# ---- design 1 ----
Design 1, selected gate families:
Scale: 4 px per um.
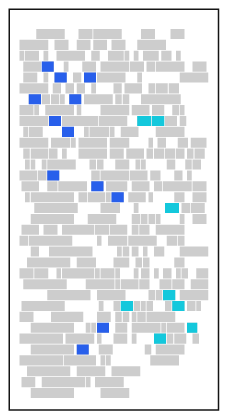

$ cat src/rtl/req_initiator.sv
// Job-queue driven 4-phase request initiator. Each queued job raises req and waits
// for ack, with a timeout. After ack it holds for job_len cycles, then waits for ack to release.
module req_initiator #(
    parameter int DEPTH   = 4,
    parameter int LEN_W   = 4,
    parameter int TIMEOUT = 15
) (
    input  logic             clk,
    input  logic             rst,
    input  logic             job_valid,
    input  logic [LEN_W-1:0] job_len,
    output logic             job_ready,
    output logic             req,
    input  logic             ack,
    output logic             busy,
    output logic             done,
    output logic             timeout,
    output logic             proto_err,
    output logic [7:0]       jobs_done
);
    localparam int         AW        = $clog2(DEPTH);
    localparam int         CW        = AW + 1;
    localparam logic [7:0] WAIT_LAST = 8'(TIMEOUT - 1);

    typedef enum logic [1:0] {
        S_IDLE    = 2'd0,
        S_REQ     = 2'd1,
        S_HOLD    = 2'd2,
        S_RELEASE = 2'd3
    } state_t;

    state_t           state_q, state_d;
    logic [LEN_W-1:0] mem_q [DEPTH];
    logic [AW-1:0]    wr_ptr_q, rd_ptr_q;
    logic [CW-1:0]    count_q, count_d;
    logic             push, pop;

    logic             req_q, req_d;
    logic             done_q, done_d;
    logic             timeout_q, timeout_d;
    logic             proto_q, proto_d;
    logic             aborted_q, aborted_d;
    logic [7:0]       jobs_q, jobs_d;
    logic [7:0]       wait_q, wait_d;
    logic [LEN_W-1:0] hold_q, hold_d;
    logic [LEN_W-1:0] len_q, len_d;

    assign push = job_valid && job_ready;

    // Job storage carries no reset; pointers and occupancy define its contents.
    always_ff @(posedge clk) begin
        if (push && !rst) begin
            mem_q[wr_ptr_q] <= job_len;
        end
    end

    always_ff @(posedge clk) begin
        if (rst) begin
            state_q   <= S_IDLE;
            wr_ptr_q  <= '0;
            rd_ptr_q  <= '0;
            count_q   <= '0;
            req_q     <= 1'b0;
            done_q    <= 1'b0;
            timeout_q <= 1'b0;
            proto_q   <= 1'b0;
            aborted_q <= 1'b0;
            jobs_q    <= '0;
            wait_q    <= '0;
            hold_q    <= '0;
            len_q     <= '0;
        end else begin
            state_q   <= state_d;
            wr_ptr_q  <= push ? wr_ptr_q + AW'(1) : wr_ptr_q;
            rd_ptr_q  <= pop ? rd_ptr_q + AW'(1) : rd_ptr_q;
            count_q   <= count_d;
            req_q     <= req_d;
            done_q    <= done_d;
            timeout_q <= timeout_d;
            proto_q   <= proto_d;
            aborted_q <= aborted_d;
            jobs_q    <= jobs_d;
            wait_q    <= wait_d;
            hold_q    <= hold_d;
            len_q     <= len_d;
        end
    end

    always_comb begin
        state_d   = state_q;
        pop       = 1'b0;
        req_d     = req_q;
        done_d    = 1'b0;
        timeout_d = 1'b0;
        proto_d   = proto_q;
        aborted_d = aborted_q;
        jobs_d    = jobs_q;
        wait_d    = wait_q;
        hold_d    = hold_q;
        len_d     = len_q;
        case (state_q)
            S_IDLE: begin
                if (ack) begin
                    proto_d = 1'b1;
                end
                if (count_q != '0) begin
                    pop     = 1'b1;
                    len_d   = mem_q[rd_ptr_q];
                    req_d   = 1'b1;
                    wait_d  = '0;
                    state_d = S_REQ;
                end
            end
            S_REQ: begin
                if (ack) begin
                    hold_d  = len_q;
                    state_d = S_HOLD;
                end else if (wait_q == WAIT_LAST) begin
                    req_d     = 1'b0;
                    timeout_d = 1'b1;
                    aborted_d = 1'b1;
                    state_d   = S_RELEASE;
                end else begin
                    wait_d = wait_q + 8'd1;
                end
            end
            S_HOLD: begin
                // Losing ack mid-hold is a responder fault and takes precedence over completion.
                if (!ack) begin
                    proto_d   = 1'b1;
                    req_d     = 1'b0;
                    aborted_d = 1'b1;
                    state_d   = S_RELEASE;
                end else if (hold_q == '0) begin
                    req_d   = 1'b0;
                    state_d = S_RELEASE;
                end else begin
                    hold_d = hold_q - LEN_W'(1);
                end
            end
            S_RELEASE: begin
                if (!ack) begin
                    state_d   = S_IDLE;
                    aborted_d = 1'b0;
                    if (!aborted_q) begin
                        done_d = 1'b1;
                        jobs_d = jobs_q + 8'd1;
                    end
                end
            end
            default: state_d = S_IDLE;
        endcase
    end

    always_comb begin
        count_d = count_q;
        if (push && !pop) begin
            count_d = count_q + CW'(1);
        end else if (!push && pop) begin
            count_d = count_q - CW'(1);
        end
    end

    always_comb begin
        job_ready = (count_q < CW'(DEPTH));
        busy      = (state_q != S_IDLE);
        req       = req_q;
        done      = done_q;
        timeout   = timeout_q;
        proto_err = proto_q;
        jobs_done = jobs_q;
    end
endmodule

$ cat config.mk
export PLATFORM = sky130hd
export DESIGN_NAME = req_initiator
export DESIGN_NICKNAME = d
export VERILOG_FILES = /design/src/rtl/req_initiator.sv
export SDC_FILE = /design/constraint.sdc
export NUM_CORES = 1
export LEC_CHECK = 0
export CORE_ASPECT_RATIO = 2
export CORE_MARGIN = 2
export CORE_UTILIZATION = 57
export CTS_CLUSTER_DIAMETER = 30
export DETAILED_ROUTE_END_ITERATION = 16
export PLACE_DENSITY_LB_ADDON = 0.1
export SYNTH_ARGS = -nofsm -noshare
export SYNTH_HDL_FRONTEND = slang
export SYNTH_SLANG_ARGS = --single-unit
$ cat constraint.sdc
create_clock -name clk -period 2.71 [get_ports clk]
set_input_delay 0.4065 -clock clk [delete_from_list [all_inputs] [get_ports clk]]
set_output_delay 0.4065 -clock clk [all_outputs]
set_load 0.03 [all_outputs]
# ---- design 2 ----
[src/rtl/seg7_pkg.sv]
// Shared constants for the seven-segment scan driver.
//   SEG_TABLE : hex digit -> active-high {g,f,e,d,c,b,a}, entry 0 is the LSB slice
//   clog2     : counter width helper, never returns less than 1
package seg7_pkg;

  localparam logic [15:0][6:0] SEG_TABLE = {
    7'h71, 7'h79, 7'h5E, 7'h39, 7'h7C, 7'h77, 7'h6F, 7'h7F,
    7'h07, 7'h7D, 7'h6D, 7'h66, 7'h4F, 7'h5B, 7'h06, 7'h3F
  };

  function automatic int clog2(input int n);
    int r;
    r = 1;
    for (int i = 1; i < 31; i++)
      if ((1 << i) < n) r = i + 1;
    return r;
  endfunction

endpackage

[src/rtl/seg7_hex_lut.sv]
// Combinational hex nibble to seven-segment pattern.
//   nib : hex value 0..F
//   seg : active-high {g,f,e,d,c,b,a}
module seg7_hex_lut
  import seg7_pkg::*;
(
  input  logic [3:0] nib,
  output logic [6:0] seg
);

  assign seg = SEG_TABLE[nib];

endmodule

[src/rtl/seg7_scan_driver.sv]
// Multiplexed N-digit seven-segment driver with a shadow-buffered load port.
// A word is accepted via load_valid/load_ready into a shadow register and is
// copied to the display register only on the frame wrap, so a frame never
// mixes two words.
//   clk, rst_n        : clock, synchronous active-low reset
//   load_valid/ready  : load handshake, ready = shadow empty
//   load_data/dp/blank: nibble, decimal point and force-dark per digit
//   seg, dp, dig_en   : registered display pins, polarity set by parameters
//   frame_tick        : high in the cycle the digit index wraps to 0
module seg7_scan_driver
  import seg7_pkg::*;
#(
  parameter int NUM_DIGITS     = 4,
  parameter int REFRESH_DIV    = 12000,
  parameter int BLANK_CYC      = 64,
  parameter int SEG_ACTIVE_LOW = 1,
  parameter int DIG_ACTIVE_LOW = 1,
  parameter int LZ_SUPPRESS    = 1
) (
  input  logic                      clk,
  input  logic                      rst_n,
  input  logic                      load_valid,
  output logic                      load_ready,
  input  logic [4*NUM_DIGITS-1:0]   load_data,
  input  logic [NUM_DIGITS-1:0]     load_dp,
  input  logic [NUM_DIGITS-1:0]     load_blank,
  output logic [6:0]                seg,
  output logic                      dp,
  output logic [NUM_DIGITS-1:0]     dig_en,
  output logic                      frame_tick
);

  localparam int CNT_W = clog2(REFRESH_DIV);
  localparam int DIG_W = clog2(NUM_DIGITS);
  localparam logic [6:0] SEG_OFF = (SEG_ACTIVE_LOW != 0) ? 7'h7F : 7'h00;
  localparam logic       DP_OFF  = (SEG_ACTIVE_LOW != 0);
  localparam logic [NUM_DIGITS-1:0] DIG_OFF = (DIG_ACTIVE_LOW != 0) ? {NUM_DIGITS{1'b1}} : '0;

  logic [CNT_W-1:0]        div_cnt_q, div_cnt_d;
  logic [DIG_W-1:0]        dig_idx_q, dig_idx_d;
  logic [4*NUM_DIGITS-1:0] disp_data_q, disp_data_d, sh_data_q, sh_data_d;
  logic [NUM_DIGITS-1:0]   disp_dp_q, disp_dp_d, sh_dp_q, sh_dp_d;
  logic [NUM_DIGITS-1:0]   disp_blank_q, disp_blank_d, sh_blank_q, sh_blank_d;
  logic                    pending_q, pending_d;
  logic [6:0]              seg_q, seg_d;
  logic                    dp_q, dp_d;
  logic [NUM_DIGITS-1:0]   dig_en_q, dig_en_d;

  logic                    cnt_wrap, dig_last, tick, xfer, live;
  logic [3:0]              cur_nib;
  logic                    cur_dp, cur_blank, cur_supp, hi_zero;
  logic [NUM_DIGITS-1:0]   supp, en_hi;
  logic [6:0]              lut_seg, seg_hi;
  logic                    dp_hi;

  seg7_hex_lut u_lut (.nib(cur_nib), .seg(lut_seg));

  assign cnt_wrap   = (div_cnt_q == CNT_W'(REFRESH_DIV - 1));
  assign dig_last   = (dig_idx_q == DIG_W'(NUM_DIGITS - 1));
  // Gated by rst_n so a degenerate 1-cycle slot cannot pulse during reset.
  assign tick       = cnt_wrap && dig_last && rst_n;
  assign xfer       = load_valid && !pending_q;
  assign live       = (div_cnt_q >= CNT_W'(BLANK_CYC));
  assign load_ready = !pending_q;
  assign frame_tick = tick;
  assign seg        = seg_q;
  assign dp         = dp_q;
  assign dig_en     = dig_en_q;

  always_comb begin
    div_cnt_d    = cnt_wrap ? '0 : div_cnt_q + CNT_W'(1);
    dig_idx_d    = dig_idx_q;
    if (cnt_wrap) dig_idx_d = dig_last ? '0 : dig_idx_q + DIG_W'(1);

    sh_data_d    = sh_data_q;
    sh_dp_d      = sh_dp_q;
    sh_blank_d   = sh_blank_q;
    pending_d    = pending_q;
    disp_data_d  = disp_data_q;
    disp_dp_d    = disp_dp_q;
    disp_blank_d = disp_blank_q;
    // xfer needs !pending, so it can never coincide with an apply; a word
    // captured in the tick cycle therefore waits for the next frame.
    if (xfer) begin
      sh_data_d  = load_data;
      sh_dp_d    = load_dp;
      sh_blank_d = load_blank;
      pending_d  = 1'b1;
    end else if (tick && pending_q) begin
      disp_data_d  = sh_data_q;
      disp_dp_d    = sh_dp_q;
      disp_blank_d = sh_blank_q;
      pending_d    = 1'b0;
    end
  end

  // Leading-zero mask: digit i is dark when it and every higher nibble is 0.
  always_comb begin
    hi_zero = 1'b1;
    supp    = '0;
    for (int i = NUM_DIGITS - 1; i >= 0; i--) begin
      hi_zero = hi_zero && (disp_data_q[4*i +: 4] == 4'h0);
      supp[i] = (LZ_SUPPRESS != 0) && (i > 0) && hi_zero;
    end
  end

  always_comb begin
    cur_nib   = '0;
    cur_dp    = 1'b0;
    cur_blank = 1'b0;
    cur_supp  = 1'b0;
    en_hi     = '0;
    for (int i = 0; i < NUM_DIGITS; i++) begin
      if (dig_idx_q == DIG_W'(i)) begin
        cur_nib   = disp_data_q[4*i +: 4];
        cur_dp    = disp_dp_q[i];
        cur_blank = disp_blank_q[i];
        cur_supp  = supp[i];
        en_hi[i]  = live;
      end
    end
    // Suppression darkens segments only; the DP stays visible.
    seg_hi   = (live && !cur_blank && !cur_supp) ? lut_seg : 7'h00;
    dp_hi    = live && !cur_blank && cur_dp;
    seg_d    = (SEG_ACTIVE_LOW != 0) ? ~seg_hi : seg_hi;
    dp_d     = (SEG_ACTIVE_LOW != 0) ? ~dp_hi : dp_hi;
    dig_en_d = (DIG_ACTIVE_LOW != 0) ? ~en_hi : en_hi;
  end

  always_ff @(posedge clk) begin
    if (!rst_n) begin
      div_cnt_q    <= '0;
      dig_idx_q    <= '0;
      disp_data_q  <= '0;
      disp_dp_q    <= '0;
      disp_blank_q <= '0;
      sh_data_q    <= '0;
      sh_dp_q      <= '0;
      sh_blank_q   <= '0;
      pending_q    <= 1'b0;
      seg_q        <= SEG_OFF;
      dp_q         <= DP_OFF;
      dig_en_q     <= DIG_OFF;
    end else begin
      div_cnt_q    <= div_cnt_d;
      dig_idx_q    <= dig_idx_d;
      disp_data_q  <= disp_data_d;
      disp_dp_q    <= disp_dp_d;
      disp_blank_q <= disp_blank_d;
      sh_data_q    <= sh_data_d;
      sh_dp_q      <= sh_dp_d;
      sh_blank_q   <= sh_blank_d;
      pending_q    <= pending_d;
      seg_q        <= seg_d;
      dp_q         <= dp_d;
      dig_en_q     <= dig_en_d;
    end
  end

endmodule
[config.mk]
export PLATFORM = sky130hd
export DESIGN_NAME = seg7_scan_driver
export DESIGN_NICKNAME = d
export VERILOG_FILES = /design/src/rtl/seg7_pkg.sv /design/src/rtl/seg7_hex_lut.sv /design/src/rtl/seg7_scan_driver.sv
export SDC_FILE = /design/constraint.sdc
export NUM_CORES = 1
export LEC_CHECK = 0
export ABC_AREA = 0
export CORE_ASPECT_RATIO = 1.75
export CORE_UTILIZATION = 55
export DETAILED_ROUTE_END_ITERATION = 8
export HOLD_SLACK_MARGIN = 0.15
export PLACE_DENSITY = 0.86
export SYNTH_ARGS = -nofsm -noshare
export SYNTH_HDL_FRONTEND = slang
export SYNTH_HIERARCHICAL = 1
export SYNTH_SLANG_ARGS = --single-unit
[constraint.sdc]
create_clock -name clk -period 6.4 [get_ports clk]
set_input_delay 1.28 -clock clk [delete_from_list [all_inputs] [get_ports clk]]
set_output_delay 1.28 -clock clk [all_outputs]
set_load 0.05 [all_outputs]
# ---- design 3 ----
**src/rtl/muldiv_unit.sv**
```systemverilog
// Multicycle signed/unsigned multiply/divide (shift-add / restoring shift-subtract, one bit per cycle) into HI/LO.
// Latency N_BITS+1 cycles from the start edge (1 cycle on divide-by-zero); start is ignored while busy.
module muldiv_unit #(
    parameter int N_BITS = 32
) (
    input  logic              clk,
    input  logic              reset,
    input  logic [N_BITS-1:0] srcA,
    input  logic [N_BITS-1:0] srcB,
    input  logic              start,
    input  logic [1:0]        op,
    output logic              busy,
    output logic              done,
    output logic              divZero,
    output logic [N_BITS-1:0] hi,
    output logic [N_BITS-1:0] lo
);

    localparam int CW = $clog2(N_BITS + 1);
    localparam logic [CW-1:0] C_ITER = CW'(N_BITS);

    typedef enum logic [1:0] {
        S_IDLE,
        S_RUN,
        S_FIX
    } state_t;

    state_t                r_state;
    state_t                w_state_nxt;
    logic                  r_is_div;
    logic                  r_neg_res;
    logic                  r_neg_rem;
    logic                  r_dz;
    logic [N_BITS-1:0]     r_mag_b;
    logic [N_BITS-1:0]     r_mag_a;
    logic [CW-1:0]         r_cnt;
    logic [2*N_BITS-1:0]   r_acc;
    logic [N_BITS:0]       r_rem;
    logic                  r_busy;
    logic                  r_done;
    logic                  r_div_zero;
    logic [N_BITS-1:0]     r_hi;
    logic [N_BITS-1:0]     r_lo;

    logic                  w_signed;
    logic                  w_is_div;
    logic                  w_neg_a;
    logic                  w_neg_b;
    logic [N_BITS-1:0]     w_abs_a;
    logic [N_BITS-1:0]     w_abs_b;
    logic                  w_b_zero;
    logic [N_BITS-1:0]     w_addend;
    logic [N_BITS:0]       w_mul_sum;
    logic [2*N_BITS-1:0]   w_mul_nxt;
    logic [N_BITS+1:0]     w_div_shift;
    logic [N_BITS+1:0]     w_div_diff;
    logic                  w_div_ok;
    logic [N_BITS:0]       w_rem_nxt;
    logic [N_BITS-1:0]     w_quo_nxt;
    logic [2*N_BITS-1:0]   w_prod;
    logic [N_BITS-1:0]     w_quo;
    logic [N_BITS-1:0]     w_rem;

    // Operand conditioning at accept time: signed ops work on magnitudes, signs fixed up in FIX.
    assign w_signed = ~op[0];
    assign w_is_div = op[1];
    assign w_neg_a  = w_signed & srcA[N_BITS-1];
    assign w_neg_b  = w_signed & srcB[N_BITS-1];
    assign w_abs_a  = w_neg_a ? -srcA : srcA;
    assign w_abs_b  = w_neg_b ? -srcB : srcB;
    assign w_b_zero = (srcB == '0);

    // Multiply: acc = {partial product, remaining multiplier bits}, shifted right each step.
    assign w_addend  = r_acc[0] ? r_mag_a : '0;
    assign w_mul_sum = {1'b0, r_acc[2*N_BITS-1:N_BITS]} + {1'b0, w_addend};
    assign w_mul_nxt = {w_mul_sum, r_acc[N_BITS-1:1]};

    // Divide: acc[N-1:0] shifts dividend bits out and quotient bits in; borrow decides restore.
    assign w_div_shift = {r_rem, r_acc[N_BITS-1]};
    assign w_div_diff  = w_div_shift - {2'b00, r_mag_b};
    assign w_div_ok    = ~w_div_diff[N_BITS+1];
    assign w_rem_nxt   = w_div_ok ? w_div_diff[N_BITS:0] : w_div_shift[N_BITS:0];
    assign w_quo_nxt   = {r_acc[N_BITS-2:0], w_div_ok};

    assign w_prod = r_neg_res ? -r_acc : r_acc;
    assign w_quo  = r_neg_res ? -r_acc[N_BITS-1:0] : r_acc[N_BITS-1:0];
    assign w_rem  = r_neg_rem ? -r_rem[N_BITS-1:0] : r_rem[N_BITS-1:0];

    always_comb begin
        w_state_nxt = r_state;
        case (r_state)
            S_IDLE: begin
                if (start) begin
                    w_state_nxt = (w_is_div && w_b_zero) ? S_FIX : S_RUN;
                end
            end
            S_RUN: begin
                if (r_cnt == CW'(1)) begin
                    w_state_nxt = S_FIX;
                end
            end
            S_FIX:   w_state_nxt = S_IDLE;
            default: w_state_nxt = S_IDLE;
        endcase
    end

    always_ff @(posedge clk) begin
        if (reset) begin
            r_state    <= S_IDLE;
            r_is_div   <= 1'b0;
            r_neg_res  <= 1'b0;
            r_neg_rem  <= 1'b0;
            r_dz       <= 1'b0;
            r_mag_a    <= '0;
            r_mag_b    <= '0;
            r_cnt      <= '0;
            r_acc      <= '0;
            r_rem      <= '0;
            r_busy     <= 1'b0;
            r_done     <= 1'b0;
            r_div_zero <= 1'b0;
            r_hi       <= '0;
            r_lo       <= '0;
        end else begin
            r_state <= w_state_nxt;
            r_busy  <= (w_state_nxt != S_IDLE);
            r_done  <= (r_state == S_FIX);
            case (r_state)
                S_IDLE: begin
                    if (start) begin
                        r_is_div   <= w_is_div;
                        r_neg_res  <= w_neg_a ^ w_neg_b;
                        r_neg_rem  <= w_neg_a;
                        r_dz       <= w_is_div & w_b_zero;
                        r_mag_a    <= w_abs_a;
                        r_mag_b    <= w_abs_b;
                        r_cnt      <= C_ITER;
                        r_rem      <= '0;
                        r_acc      <= w_is_div ? {{N_BITS{1'b0}}, w_abs_a}
                                               : {{N_BITS{1'b0}}, w_abs_b};
                        r_div_zero <= 1'b0;
                    end
                end
                S_RUN: begin
                    r_cnt <= r_cnt - CW'(1);
                    if (r_is_div) begin
                        r_rem              <= w_rem_nxt;
                        r_acc[N_BITS-1:0]  <= w_quo_nxt;
                    end else begin
                        r_acc <= w_mul_nxt;
                    end
                end
                S_FIX: begin
                    if (r_dz) begin
                        r_div_zero <= 1'b1;
                    end else if (r_is_div) begin
                        r_hi <= w_rem;
                        r_lo <= w_quo;
                    end else begin
                        r_hi <= w_prod[2*N_BITS-1:N_BITS];
                        r_lo <= w_prod[N_BITS-1:0];
                    end
                end
                default: ;
            endcase
        end
    end

    assign busy    = r_busy;
    assign done    = r_done;
    assign divZero = r_div_zero;
    assign hi      = r_hi;
    assign lo      = r_lo;

endmodule
```
**config.mk**
```make
export PLATFORM = sky130hd
export DESIGN_NAME = muldiv_unit
export DESIGN_NICKNAME = d
export VERILOG_FILES = /design/src/rtl/muldiv_unit.sv
export SDC_FILE = /design/constraint.sdc
export NUM_CORES = 1
export LEC_CHECK = 0
export CORE_ASPECT_RATIO = 0.9
export CORE_MARGIN = 8
export CORE_UTILIZATION = 54
export CTS_CLUSTER_DIAMETER = 30
export CTS_CLUSTER_SIZE = 40
export DETAILED_ROUTE_END_ITERATION = 8
export PLACE_DENSITY = 0.82
export REMOVE_ABC_BUFFERS = 1
export SETUP_SLACK_MARGIN = 0.2
export SYNTH_ARGS = -nofsm -noshare
export SYNTH_HDL_FRONTEND = slang
export SYNTH_SLANG_ARGS = --single-unit
export TNS_END_PERCENT = 5
```
**constraint.sdc**
```tcl
create_clock -name clk -period 3.25 [get_ports clk]
set_input_delay 0.4875 -clock clk [delete_from_list [all_inputs] [get_ports clk]]
set_output_delay 0.4875 -clock clk [all_outputs]
set_load 0.02 [all_outputs]
```

==> notes/layouts.md <==
Pictures saved along the way, in no particular order.

Layout detail.
panel A
Region (137, 123) to (162, 148) um. Cells in grey, sequential cells in the stronger grey; small squares are vias.
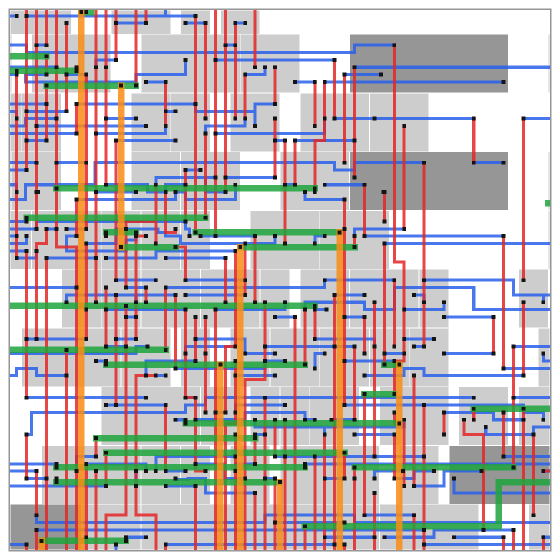
panel B
Region (35, 69) to (60, 94) um. Cells in grey, sequential cells in the stronger grey; small squares are vias.
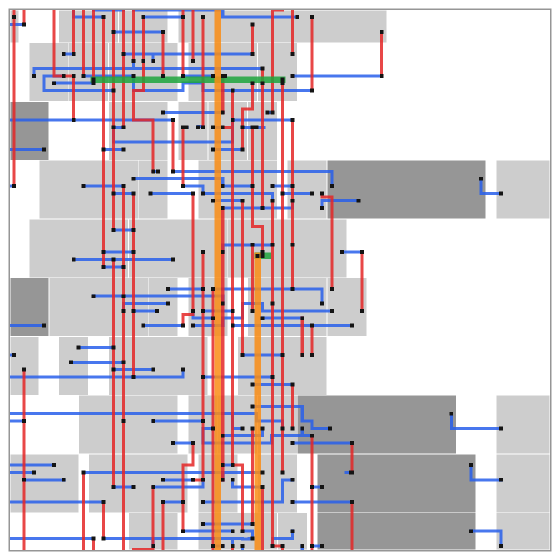
panel C
Region (26, 62) to (51, 87) um. Cells in grey, sequential cells in the stronger grey; small squares are vias.
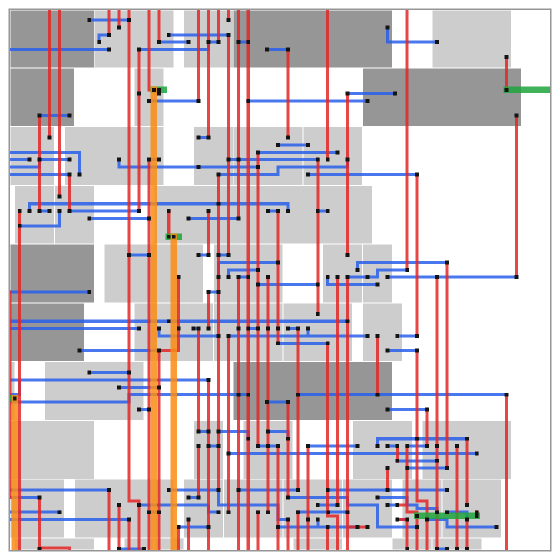
panel A -> design 3
panel B -> design 2
panel C -> design 1

Key to panel C:
| colour | layer |
|---|---|
| green | met3 |
| red | met2 |
| orange | met4 |
| blue | met1 |
sequential cells in the window: 5
cells with their middle in the window: 39
most frequent: dfxtp_1 (5), nor2b_1 (3), ha_1 (3)
netlist names of flops here include: wait_q (2)

Design 1, metal 1:
Scale: 4 px per um.
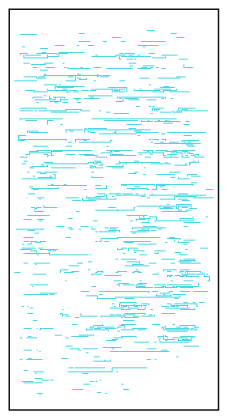
share of all routed wire: 37%
longest straight run: 21.2 um
wire length on this layer: 1,830 um
final wirelength: 4.88 mm
Vias: 1,882
met1 Usage GRT: 21.1%

## Picture notes: 'selected gate families' of design 1
| colour | family | cells |
|---|---|---|
| cyan | AND-OR and OR-AND gates | 8 |
| blue | XOR/XNOR gates | 12 |
fin cells: 326
Top cell excl fill/tap: dfxtp_1
logic share of the area: 43.1%

==> metrics.cfg, design 1 <==
[run_status]
outcome=finished, final reports clean

[power_and_ir_drop]
ir_drop_mv=0.713
p_clk_share_pct=19.2

[layout]
comb.multi_input.count=172
logic_area_mm2=0.00129
nFillCells=349

[floorplan]
fp_util_pct=59.7
rows=34

[clocking]
clk_pin_slew_ns=0.09
cts_tree=built

[logic_synthesis]
ys.flop_type=dfxtp_1
synth-edff-count=16

[worst_setup_path]
cp.depth=7

[detailed_routing]
dr_wl_met3_um=96
drcViolationCount=0

[place]
post-dp-hpwl_mm=3.67

Design 2, congestion heat map:
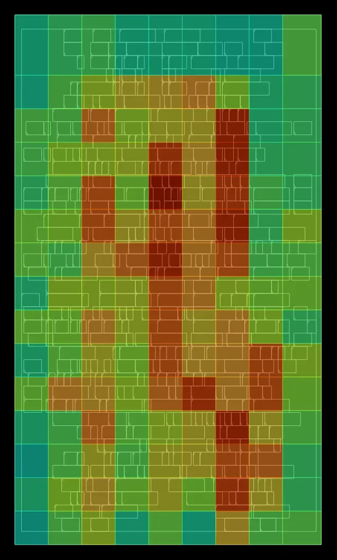
met1 Usage GRT: 20.8%
met3 usage: 4.18%
total track usage: 20.1%
fin util: 65.9%
WL per Instance: 12.0 um

==> metrics.cfg, design 2 <==
[run_status]
outcome=finished, final reports clean

[worst_setup_path]
r2r_start=dig_idx_q[1]

[global_routing]
top_usage_layer=met2
antenna_found_initial=0

[worst_hold_path]
worstHoldEndpoint=disp_blank_q[2]
hold_depth=2

[logic_synthesis]
ys_seq_share_pct=42.8
ys_types=46

[power_and_ir_drop]
switchingPower_w=0.000190
clock_power_w=0.000321

[floorplan]
io_pins=41

[timing]
setup_ws_ns=2.19
whs_ns=0.457

[layout]
largestRegisters=disp_data_q (16), sh_data_q (16), div_cnt_q (14)

[clocking]
max-clock-path-buffers=2
cts_htree_levels=3

Design 3, metal 1:
Scale: 1.5 px per um.
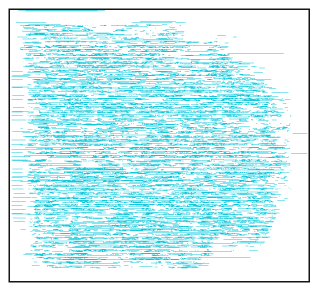
main direction: horizontal
longest straight run: 60.7 um
share of all routed wire: 41%
wire length on this layer: 24.5 mm
nets with wire on the layer: 2,390
Vias: 17,584
met1 Usage GRT: 41.2%
final wirelength: 59.4 mm

==> metrics.cfg, design 3 <==
[run_status]
outcome=finished, final reports clean

[place]
place.gp.congestion=1.00
post-dp-hpwl_mm=41.7

[power_and_ir_drop]
switchingPower_w=0.00339
seqPwrFrac_pct=29.0
intPower_w=0.00804
clock_power_w=0.00586

[logic_synthesis]
simple_gate_area_share_pct=20.0
ys_area_mm2=0.0163
ys_types=74

[layout]
clockNetworkAreaShare_pct=9.04
buffer_area_share_pct=14.2
logic_area_mm2=0.0112
fin_cells=2829

[detailed_routing]
met2WireLength_mm=26.4
viasPerCell=6.22
drt_first_pass_iters=6
drt-met1-wl_mm=24.5
ant_nets=0

[worst_setup_path]
r2r_end=r_rem[11]
cpMaxStageDelayCell=nor4_4
path_cells=inv_2 -> ha_4 -> or2_2 -> a21oi_1 -> nand3b_1 -> nor4_4 -> a21oi_4 -> buf_6 -> o211a_1 -> a311oi_4 -> buf_6 -> buf_12 -> buf_16 -> mux2i_1 -> o21ai_0
worstPathMaxFanout=7

[floorplan]
die_h_um=181

[global_routing]
grt_use_total_pct=31.2

[timing]
achievable-frequency_mhz=319


# ---- design 4 ----
Design 4, where the registers sit:
Scale: 6 px per um. Other sequential cells in the stronger grey, the rest of the logic in the fainter grey.
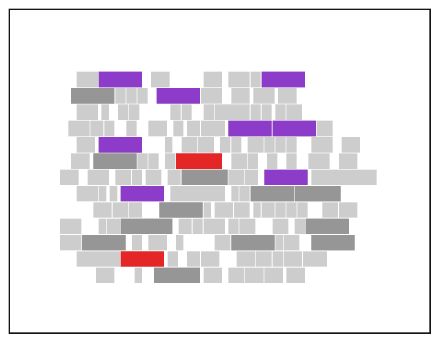

[src/rtl/tgl_handshake_rx_if.sv]
`default_nettype none
// ============================================================================
//  Module      : tgl_handshake_rx_if
//  Description : Bundle of the toggle-handshake signals between a toggle
//                sender, the tgl_handshake_rx receiver and the downstream
//                valid/ready consumer.
//                  req_tgl   - sender request toggle (one level change per word)
//                  data_in   - sender word, stable from req toggle to ack toggle
//                  ack_tgl   - receiver acknowledge toggle back to the sender
//                  data_out  - captured word presented to the consumer
//                  out_valid - data_out holds an unconsumed word
//                  out_ready - consumer accepts data_out when high with out_valid
//                Modport slave is the receiver view; master is the combined
//                sender/consumer view.
//  Revision    : 1.0 - initial release
// ============================================================================
interface tgl_handshake_rx_if #(
   parameter int DATA_W = 8
);
   logic              req_tgl;
   logic [DATA_W-1:0] data_in;
   logic              ack_tgl;
   logic [DATA_W-1:0] data_out;
   logic              out_valid;
   logic              out_ready;

   modport slave (
      input  req_tgl,
      input  data_in,
      input  out_ready,
      output ack_tgl,
      output data_out,
      output out_valid
   );

   modport master (
      output req_tgl,
      output data_in,
      output out_ready,
      input  ack_tgl,
      input  data_out,
      input  out_valid
   );
endinterface
`default_nettype wire

[src/rtl/tgl_handshake_rx.sv]
`default_nettype none
// ============================================================================
//  Module      : tgl_handshake_rx
//  Description : Receiving end of a two-phase toggle handshake. Synchronizes
//                req_tgl, detects each level change, captures data_in, offers
//                it on a valid/ready port and returns a toggled ack_tgl once
//                the word is consumed. Also keeps a wrapping event counter and
//                a sticky overrun flag.
//  Ports       : clk          - rising-edge clock
//                rst          - synchronous active-high reset
//                hs           - handshake bundle (slave view): req_tgl,
//                               data_in, out_ready in; ack_tgl, data_out,
//                               out_valid out
//                overrun_clr  - single-cycle clear of overrun
//                event_count  - detected toggles, modulo 2^CNT_W
//                overrun      - sticky: toggle seen while a word was pending
//  Revision    : 1.0 - initial release
// ============================================================================
module tgl_handshake_rx #(
   parameter int DATA_W      = 8,
   parameter int SYNC_STAGES = 2,   // must be >= 2
   parameter int CNT_W       = 8
) (
   input  wire logic              clk,
   input  wire logic              rst,
   tgl_handshake_rx_if.slave      hs,
   input  wire logic              overrun_clr,
   output logic [CNT_W-1:0]       event_count,
   output logic                   overrun
);

   typedef enum logic [0:0] {
      IDLE  = 1'b0,
      VALID = 1'b1
   } state_t;

   localparam logic [CNT_W-1:0] CNT_ONE = {{(CNT_W-1){1'b0}}, 1'b1};

   // Synchronizer: bit 0 is the first stage, bit SYNC_STAGES-1 the last.
   logic [SYNC_STAGES-1:0] sync_q;
   logic                   sync_last;
   logic                   req_seen;
   logic                   edge_det;

   state_t                 state_q;
   state_t                 state_d;
   logic                   capture;
   logic                   accept;
   logic                   ov_set;

   logic [DATA_W-1:0]      data_q;
   logic                   ack_q;

   assign sync_last = sync_q[SYNC_STAGES-1];
   // Any level change of the synchronized request is one transfer.
   assign edge_det  = sync_last ^ req_seen;

   always_ff @(posedge clk) begin
      if (rst) begin
         sync_q   <= '0;
         req_seen <= 1'b0;
      end else begin
         sync_q   <= {sync_q[SYNC_STAGES-2:0], hs.req_tgl};
         req_seen <= sync_last;
      end
   end

   // ---------------------------------------------------------------------
   // Control FSM
   // ---------------------------------------------------------------------
   always_ff @(posedge clk) begin
      if (rst) begin
         state_q <= IDLE;
      end else begin
         state_q <= state_d;
      end
   end

   always_comb begin
      state_d = state_q;
      capture = 1'b0;
      accept  = 1'b0;
      ov_set  = 1'b0;
      case (state_q)
         IDLE: begin
            // out_ready is ignored here, so a fresh word is always visible
            // for at least one cycle before it can be accepted.
            if (edge_det) begin
               capture = 1'b1;
               state_d = VALID;
            end
         end
         VALID: begin
            if (hs.out_ready) begin
               accept  = 1'b1;
               state_d = IDLE;
            end
            // A toggle while a word is pending is dropped and flagged, even
            // when the pending word is accepted in the same cycle.
            if (edge_det) begin
               ov_set = 1'b1;
            end
         end
         default: begin
            state_d = IDLE;
         end
      endcase
   end

   // ---------------------------------------------------------------------
   // Datapath: captured word, ack toggle, counter, overrun flag
   // ---------------------------------------------------------------------
   always_ff @(posedge clk) begin
      if (rst) begin
         data_q      <= '0;
         ack_q       <= 1'b0;
         event_count <= '0;
         overrun     <= 1'b0;
      end else begin
         if (capture) begin
            data_q <= hs.data_in;
         end
         if (accept) begin
            ack_q <= ~ack_q;
         end
         if (edge_det) begin
            event_count <= event_count + CNT_ONE;
         end
         // Set has priority over a simultaneous clear.
         if (ov_set) begin
            overrun <= 1'b1;
         end else if (overrun_clr) begin
            overrun <= 1'b0;
         end
      end
   end

   assign hs.data_out  = data_q;
   assign hs.out_valid = (state_q == VALID);
   assign hs.ack_tgl   = ack_q;

endmodule
`default_nettype wire

[src/flat_wrapper.sv]
// flat-port wrapper written by rule: the top's interface ports become plain ports
module tgl_handshake_rx_flat 
#(
   parameter int DATA_W      = 8,
   parameter int SYNC_STAGES = 2,                  
   parameter int CNT_W       = 8
)
  (clk, rst, overrun_clr, event_count, overrun, hs_req_tgl, hs_data_in, hs_out_ready, hs_ack_tgl, hs_data_out, hs_out_valid);
  tgl_handshake_rx_if #(.DATA_W(DATA_W)) hs_i ();
  input  wire logic clk;
  input  wire logic rst;
  input  wire logic overrun_clr;
  output logic [CNT_W-1:0] event_count;
  output logic overrun;
  input wire logic [$bits(hs_i.req_tgl)-1:0] hs_req_tgl;
  input wire logic [$bits(hs_i.data_in)-1:0] hs_data_in;
  input wire logic [$bits(hs_i.out_ready)-1:0] hs_out_ready;
  output wire logic [$bits(hs_i.ack_tgl)-1:0] hs_ack_tgl;
  output wire logic [$bits(hs_i.data_out)-1:0] hs_data_out;
  output wire logic [$bits(hs_i.out_valid)-1:0] hs_out_valid;
  assign hs_i.req_tgl = hs_req_tgl;
  assign hs_i.data_in = hs_data_in;
  assign hs_i.out_ready = hs_out_ready;
  assign hs_ack_tgl = hs_i.ack_tgl;
  assign hs_data_out = hs_i.data_out;
  assign hs_out_valid = hs_i.out_valid;
  tgl_handshake_rx #(.DATA_W(DATA_W), .SYNC_STAGES(SYNC_STAGES), .CNT_W(CNT_W)) u_core (.clk(clk), .rst(rst), .hs(hs_i), .overrun_clr(overrun_clr), .event_count(event_count), .overrun(overrun));
endmodule
[config.mk]
export PLATFORM = sky130hd
export DESIGN_NAME = tgl_handshake_rx_flat
export DESIGN_NICKNAME = d
export VERILOG_FILES = /design/src/rtl/tgl_handshake_rx_if.sv /design/src/rtl/tgl_handshake_rx.sv /design/src/flat_wrapper.sv
export SDC_FILE = /design/constraint.sdc
export NUM_CORES = 1
export LEC_CHECK = 0
export CORE_ASPECT_RATIO = 0.7
export CORE_MARGIN = 8
export CORE_UTILIZATION = 42
export DETAILED_ROUTE_END_ITERATION = 10
export GPL_TIMING_DRIVEN = 1
export MAX_ROUTING_LAYER = met4
export PLACE_DENSITY = 0.84
export SYNTH_ARGS = -nofsm -noshare
export SYNTH_HDL_FRONTEND = slang
export SYNTH_SLANG_ARGS = --single-unit
[constraint.sdc]
create_clock -name clk -period 1.4 [get_ports clk]
set_input_delay 0.21 -clock clk [delete_from_list [all_inputs] [get_ports clk]]
set_output_delay 0.21 -clock clk [all_outputs]
set_load 0.02 [all_outputs]
# ---- design 5 ----
$ cat src/rtl/instr_prefetch_queue.sv
// instr_prefetch_queue
//   Prefetch FIFO of DEPTH instruction words feeding a current-instruction
//   register (IR). The opcode goes to the control sequencer. The operand is
//   gated onto the internal bus as a plain AND-gated output.
//
// Ports:
//   MainClock       system clock, rising edge
//   ClearN          synchronous active-low reset
//   LatchInstrReg   push Data into FIFO tail
//   Data            fetched instruction word {opcode, operand}
//   AdvanceInstr    pop FIFO head into IR
//   FlushInstrReg   discard queued words, invalidate IR (IR contents held)
//   EnableInstrReg  gate IR operand onto IB
//   ToInstr         IR opcode field
//   IB              IR operand field when enabled, else zero
//   IRValid         IR holds a valid instruction
//   Full / Empty    decoded from Count
//   Count           FIFO occupancy
//   Overflow        sticky rejected-push flag
module instr_prefetch_queue #(
  parameter int OPCODE_W  = 4,
  parameter int OPERAND_W = 4,
  parameter int DEPTH     = 4
) (
  input  logic                          MainClock,
  input  logic                          ClearN,
  input  logic                          LatchInstrReg,
  input  logic [OPCODE_W+OPERAND_W-1:0] Data,
  input  logic                          AdvanceInstr,
  input  logic                          FlushInstrReg,
  input  logic                          EnableInstrReg,
  output logic [OPCODE_W-1:0]           ToInstr,
  output logic [OPERAND_W-1:0]          IB,
  output logic                          IRValid,
  output logic                          Full,
  output logic                          Empty,
  output logic [$clog2(DEPTH+1)-1:0]    Count,
  output logic                          Overflow
);

  localparam int W     = OPCODE_W + OPERAND_W;
  localparam int PTR_W = $clog2(DEPTH);
  localparam int CNT_W = $clog2(DEPTH + 1);

  logic [W-1:0]     mem_q [DEPTH];
  logic [W-1:0]     mem_d [DEPTH];
  logic [PTR_W-1:0] head_q, head_d;
  logic [PTR_W-1:0] tail_q, tail_d;
  logic [CNT_W-1:0] count_q, count_d;
  logic [W-1:0]     ir_q, ir_d;
  logic             ir_valid_q, ir_valid_d;
  logic             overflow_q, overflow_d;

  logic pop;
  logic push_ok;

  always_comb begin
    mem_d      = mem_q;
    head_d     = head_q;
    tail_d     = tail_q;
    count_d    = count_q;
    ir_d       = ir_q;
    ir_valid_d = ir_valid_q;
    overflow_d = overflow_q;

    pop     = AdvanceInstr && (count_q != '0);
    // A full FIFO still accepts a push when the head leaves in the same cycle.
    push_ok = LatchInstrReg && ((count_q < CNT_W'(DEPTH)) || pop);

    if (FlushInstrReg) begin
      head_d     = '0;
      tail_d     = '0;
      count_d    = '0;
      ir_valid_d = 1'b0;
    end else begin
      if (AdvanceInstr) begin
        if (pop) begin
          ir_d       = mem_q[head_q];
          ir_valid_d = 1'b1;
          head_d     = head_q + PTR_W'(1);
        end else begin
          ir_valid_d = 1'b0;
        end
      end

      if (push_ok) begin
        mem_d[tail_q] = Data;
        tail_d        = tail_q + PTR_W'(1);
      end else if (LatchInstrReg) begin
        overflow_d = 1'b1;
      end

      if (push_ok && !pop) begin
        count_d = count_q + CNT_W'(1);
      end else if (pop && !push_ok) begin
        count_d = count_q - CNT_W'(1);
      end
    end
  end

  always_ff @(posedge MainClock) begin
    if (!ClearN) begin
      head_q     <= '0;
      tail_q     <= '0;
      count_q    <= '0;
      ir_q       <= '0;
      ir_valid_q <= 1'b0;
      overflow_q <= 1'b0;
    end else begin
      head_q     <= head_d;
      tail_q     <= tail_d;
      count_q    <= count_d;
      ir_q       <= ir_d;
      ir_valid_q <= ir_valid_d;
      overflow_q <= overflow_d;
    end
  end

  // Storage needs no reset: stale words are unreachable once pointers clear.
  always_ff @(posedge MainClock) begin
    mem_q <= mem_d;
  end

  assign ToInstr  = ir_q[W-1:OPERAND_W];
  assign IB       = EnableInstrReg ? ir_q[OPERAND_W-1:0] : '0;
  assign IRValid  = ir_valid_q;
  assign Count    = count_q;
  assign Full     = (count_q == CNT_W'(DEPTH));
  assign Empty    = (count_q == '0);
  assign Overflow = overflow_q;

endmodule

$ cat config.mk
export PLATFORM = sky130hd
export DESIGN_NAME = instr_prefetch_queue
export DESIGN_NICKNAME = d
export VERILOG_FILES = /design/src/rtl/instr_prefetch_queue.sv
export SDC_FILE = /design/constraint.sdc
export NUM_CORES = 1
export LEC_CHECK = 0
export CAP_MARGIN = 20
export CORE_MARGIN = 4
export CORE_UTILIZATION = 53
export DETAILED_ROUTE_END_ITERATION = 8
export GPL_ROUTABILITY_DRIVEN = 0
export GPL_TIMING_DRIVEN = 0
export PLACE_DENSITY_LB_ADDON = 0.3
export SYNTH_ARGS = -nofsm -noshare
export SYNTH_HDL_FRONTEND = slang
export SYNTH_SLANG_ARGS = --single-unit
$ cat constraint.sdc
create_clock -name MainClock -period 2.7 [get_ports MainClock]
set_clock_uncertainty 0.2 [all_clocks]
set_input_delay 0.54 -clock MainClock [delete_from_list [all_inputs] [get_ports MainClock]]
set_output_delay 0.54 -clock MainClock [all_outputs]
set_load 0.05 [all_outputs]
Design 4, congestion heat map:
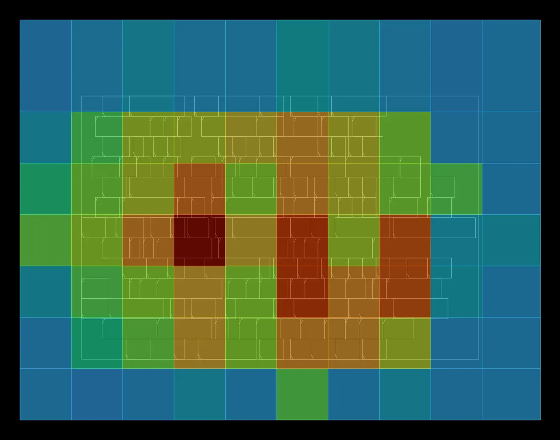
fin util: 70.6%
WL per Instance: 15.2 um
busiest grt layer: met2
met2 Use GR: 21.6%
met3 usage: 6.06%

About 'where the registers sit' of design 4:
| colour | netlist name | placed flops |
|---|---|---|
| red | u_core.sync_q | 2 |
| purple | u_core.hs.data_out | 8 |
Sequential cell area: 449 um^2
Seq. pwr: 0.000664 W
sequential cell area share: 33.7%

==> metrics.cfg, design 4 <==
[power_and_ir_drop]
p_comb_share_pct=13.9

[logic_synthesis]
logic_family=simple AND/OR/NAND/NOR gates

[floorplan]
dieWidth_um=69.9
die_area_mm2=0.00376

[run_status]
outcome=finished, violations left
violations=setup timing

[worst_hold_path]
hold_start=hs_req_tgl

[worst_setup_path]
path_buffers=1
worstPathArrival_ns=1.65

[layout]
logic_area_um2=405
dominant-cell-class=registers

[timing]
relSlewSlack_pct=82.0
setup_ws_ns=-0.00559
fin_crit_sh_pct=100
finalSetupViolations=1

[place]
pre_cts_slack_ns=-0.000328
port_buffers=31

[global_routing]
grt_pass1_wl_mm=3.80

Design 5, where the registers sit:
Scale: 6 px per um. Other sequential cells in the stronger grey, the rest of the logic in the fainter grey.
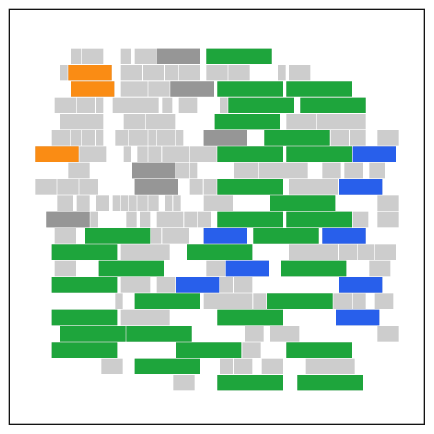
| colour | netlist name | placed flops |
|---|---|---|
| green | mem_q | 32 |
| orange | Count | 3 |
| blue | ir_q | 8 |
not coloured: 6
Seq. pwr: 0.000836 W
sequential cell area share: 54.6%
Sequential cell area: 0.00130 mm^2
fin util: 68.8%

==> metrics.cfg, design 5 <==
[run_status]
outcome=finished, final reports clean

[logic_synthesis]
yosys-stat-cells=124
synth_adder_area_share_pct=4.20

[floorplan]
die_area_mm2=0.00475
nWellTaps=46

[detailed_routing]
first_iter_violations=77

[global_routing]
grt_pass1_vias=1117
grtUsageMet1_pct=21.2

[worst_setup_path]
setup.worst_path.end_class=output port
cp_data_required_time_ns=1.96
path_class=reg2out
rrSetupSlack_ns=0.35
critPathLaunch=Count[2]
cpMaxStageDelayCell=clkdlybuf4s50_1

[layout]
buffer_area_share_pct=13.6
final_common_cell=edfxtp_1
largest_register_ffs=32
design_area_mm2=0.00238

[clocking]
cts_sinks=49

[place]
post-dp-hpwl_mm=2.40
place_area_mm2=0.00231

[power_and_ir_drop]
seqPwrFrac_pct=58.1

[timing]
whs_ns=0.280
finalSetupViolations=0


==> notes/layouts.md <==
Pictures saved along the way, in no particular order.

Metal 1.
Scale: 4 px per um.
Plate I
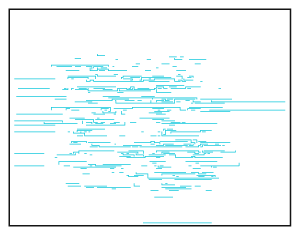
Plate II
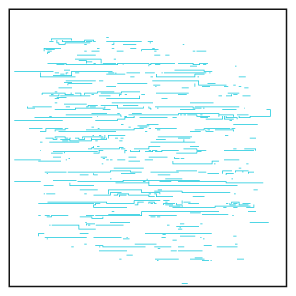
design 5: Plate II
design 4: Plate I
Of these, largest die: Plate II


# ---- design 6 ----
<file path="config.mk">
export PLATFORM = sky130hd
export DESIGN_NAME = weight_rom_stream_scheduler
export DESIGN_NICKNAME = d
export VERILOG_FILES = /design/src/rtl/weight_rom_stream_scheduler.sv
export SDC_FILE = /design/constraint.sdc
export NUM_CORES = 1
export LEC_CHECK = 0
export CAP_MARGIN = 20
export CORE_MARGIN = 1
export CORE_UTILIZATION = 60
export CTS_BUF_LIST = sky130_fd_sc_hd__clkbuf_8
export DETAILED_ROUTE_END_ITERATION = 6
export HOLD_SLACK_MARGIN = 0.06
export PLACE_DENSITY = 0.94
export SLEW_MARGIN = 20
export SYNTH_ARGS = -nofsm -noshare
export SYNTH_HDL_FRONTEND = slang
export SYNTH_SLANG_ARGS = --single-unit
</file>
<file path="constraint.sdc">
create_clock -name clk -period 9.5 [get_ports clk]
set_input_delay 2.375 -clock clk [delete_from_list [all_inputs] [get_ports clk]]
set_output_delay 2.375 -clock clk [all_outputs]
set_load 0.005 [all_outputs]
</file>
<file path="src/rtl/weight_rom_stream_scheduler.sv">
// Streams a fixed-latency parameter ROM as a valid/ready beat stream, repeated a programmable
// number of passes, with a small first-word-fall-through buffer that absorbs consumer backpressure.
module weight_rom_stream_scheduler #(
    parameter int DATA_WIDTH  = 128,
    parameter int OUT_DEPTH   = 32,
    parameter int ADDR_WIDTH  = $clog2(OUT_DEPTH) + 1,
    parameter int ROM_LATENCY = 2,
    parameter int FIFO_DEPTH  = 4,
    parameter int PASS_WIDTH  = 16
) (
    input  logic                  clk,
    input  logic                  rst,
    input  logic                  start,
    input  logic [PASS_WIDTH-1:0] num_passes,
    output logic                  busy,
    output logic                  done,
    output logic [ADDR_WIDTH-1:0] rom_address0,
    output logic                  rom_ce0,
    input  logic [DATA_WIDTH-1:0] rom_q0,
    output logic [DATA_WIDTH-1:0] data_out,
    output logic                  data_out_valid,
    input  logic                  data_out_ready
);

    localparam int PTR_W = (FIFO_DEPTH > 1) ? $clog2(FIFO_DEPTH) : 1;
    localparam int CNT_W = $clog2(FIFO_DEPTH + ROM_LATENCY + 1) + 1;
    localparam logic [ADDR_WIDTH-1:0] LAST_ADDR = ADDR_WIDTH'(OUT_DEPTH - 1);

    typedef enum logic [1:0] {S_IDLE, S_STREAM, S_DRAIN, S_FINISH} state_t;

    state_t                  r_state;
    logic [ADDR_WIDTH-1:0]   r_addr;
    logic [PASS_WIDTH-1:0]   r_pass_cnt;
    logic [PASS_WIDTH-1:0]   r_num_passes;
    logic [ROM_LATENCY-1:0]  r_tags;
    logic [DATA_WIDTH-1:0]   r_mem [FIFO_DEPTH];
    logic [PTR_W-1:0]        r_rd_ptr;
    logic [PTR_W-1:0]        r_wr_ptr;
    logic [CNT_W-1:0]        r_count;

    logic                    w_pop;
    logic                    w_push;
    logic                    w_issue;
    logic                    w_last_issue;
    logic                    w_drained;
    logic [CNT_W-1:0]        w_inflight;
    logic [CNT_W-1:0]        w_count_nxt;
    logic [ROM_LATENCY-1:0]  w_tags_nxt;

    function automatic logic [PTR_W-1:0] ptr_inc(input logic [PTR_W-1:0] p);
        return (p == PTR_W'(FIFO_DEPTH - 1)) ? '0 : p + PTR_W'(1);
    endfunction

    always_comb begin
        w_inflight = '0;
        for (int i = 0; i < ROM_LATENCY; i++) begin
            w_inflight = w_inflight + CNT_W'(r_tags[i]);
        end
    end

    assign w_pop  = (r_count != '0) && data_out_ready;
    assign w_push = r_tags[ROM_LATENCY-1];

    // Reserve a buffer slot for every read in flight so a returning word always has room.
    assign w_issue = (r_state == S_STREAM) &&
                     ((r_count + w_inflight - CNT_W'(w_pop)) < CNT_W'(FIFO_DEPTH));
    assign w_last_issue = w_issue && (r_addr == LAST_ADDR) &&
                          (r_pass_cnt == r_num_passes - PASS_WIDTH'(1));

    assign w_tags_nxt  = (r_tags << 1) | ROM_LATENCY'(w_issue);
    assign w_count_nxt = r_count + CNT_W'(w_push) - CNT_W'(w_pop);
    // Looking at next-cycle occupancy lets done follow the last handshake directly.
    assign w_drained   = (w_count_nxt == '0) && (w_tags_nxt == '0);

    always_ff @(posedge clk) begin
        if (rst) begin
            r_state      <= S_IDLE;
            r_addr       <= '0;
            r_pass_cnt   <= '0;
            r_num_passes <= '0;
            r_tags       <= '0;
            r_rd_ptr     <= '0;
            r_wr_ptr     <= '0;
            r_count      <= '0;
        end else begin
            r_tags  <= w_tags_nxt;
            r_count <= w_count_nxt;
            if (w_push) r_wr_ptr <= ptr_inc(r_wr_ptr);
            if (w_pop)  r_rd_ptr <= ptr_inc(r_rd_ptr);

            if (w_issue) begin
                if (r_addr == LAST_ADDR) begin
                    r_addr     <= '0;
                    r_pass_cnt <= r_pass_cnt + PASS_WIDTH'(1);
                end else begin
                    r_addr <= r_addr + ADDR_WIDTH'(1);
                end
            end

            case (r_state)
                S_IDLE: begin
                    if (start) begin
                        r_num_passes <= num_passes;
                        r_addr       <= '0;
                        r_pass_cnt   <= '0;
                        r_state      <= (num_passes == '0) ? S_FINISH : S_STREAM;
                    end
                end
                S_STREAM: if (w_last_issue) r_state <= S_DRAIN;
                S_DRAIN:  if (w_drained)    r_state <= S_FINISH;
                S_FINISH: r_state <= S_IDLE;
                default:  r_state <= S_IDLE;
            endcase
        end
    end

    // NOTE: buffer storage carries no reset; r_count gates validity, so stale words are never seen.
    always_ff @(posedge clk) begin
        if (w_push) r_mem[r_wr_ptr] <= rom_q0;
    end

    assign data_out       = r_mem[r_rd_ptr];
    assign data_out_valid = (r_count != '0);
    assign rom_address0   = r_addr;
    assign rom_ce0        = (r_state == S_STREAM) || (r_state == S_DRAIN);
    assign busy           = (r_state != S_IDLE);
    assign done           = (r_state == S_FINISH);

endmodule

</file>
==> metrics.cfg <==
[timing]
whs_ns=0.477

[logic_synthesis]
yosysWarnings=0
ys_sh_mux_pct=14.0
synth_adder_area_share_pct=1.21
ys_seq_share_pct=77.0
synth-edff-count=512

[worst_setup_path]
cp.depth=3
cp-endpoint=data_out[127]

[run_status]
outcome=finished, final reports clean

[detailed_routing]
ant_nets=0

[clocking]
clk_pin_slew_ns=0.06
max-clock-path-buffers=3
cts_htree_levels=3

[global_routing]
top_usage_layer=met2

[power_and_ir_drop]
pg_comb_w=0.00132

Design 6, congestion heat map:
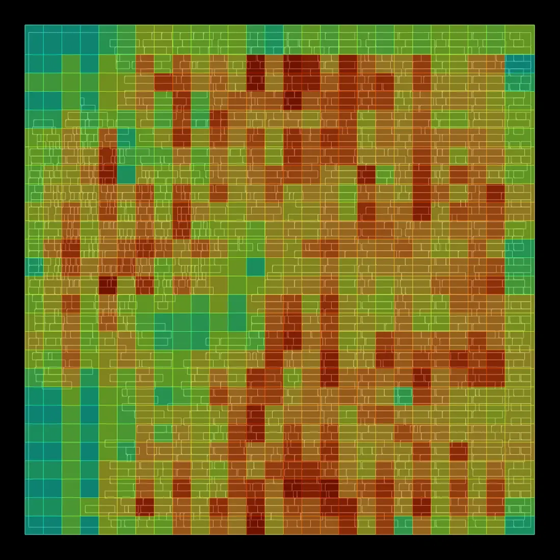
fin util: 75.5%
met3 usage: 8.13%

Design 6, selected gate families:
Scale: 1.5 px per um.
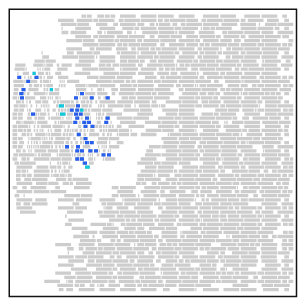
| colour | family | cells |
|---|---|---|
| cyan | AND-OR and OR-AND gates | 6 |
| blue | XOR/XNOR gates | 40 |
logic share of the area: 17.9%
Top cell excl fill/tap: edfxtp_1



==> gallery <==
Selected gate families.
picture 1
Scale: 4 px per um.
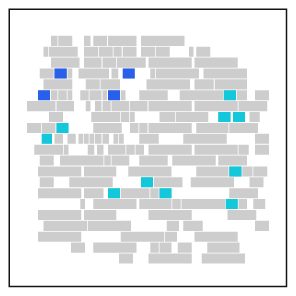
picture 2
Scale: 1.5 px per um.
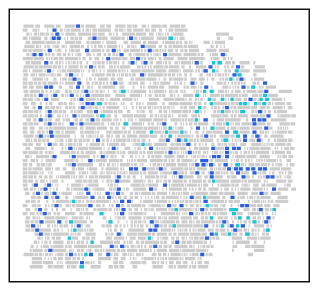
picture 3
Scale: 3 px per um.
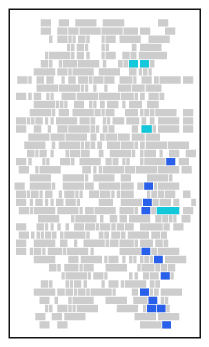
picture 4
Scale: 4 px per um.
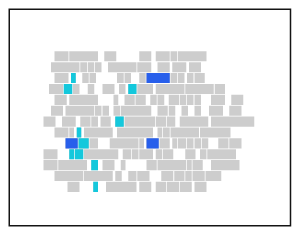
| from | picture |
|---|---|
| design 4 | picture 4 |
| design 3 | picture 2 |
| design 2 | picture 3 |
| design 5 | picture 1 |
- smallest die: picture 4
- fewest cells: picture 4

Key to picture 4:
| colour | family | cells |
|---|---|---|
| cyan | NOR gates | 10 |
| blue | XOR/XNOR gates | 3 |

No activity file was given, so power comes from the tool's default toggle rates.
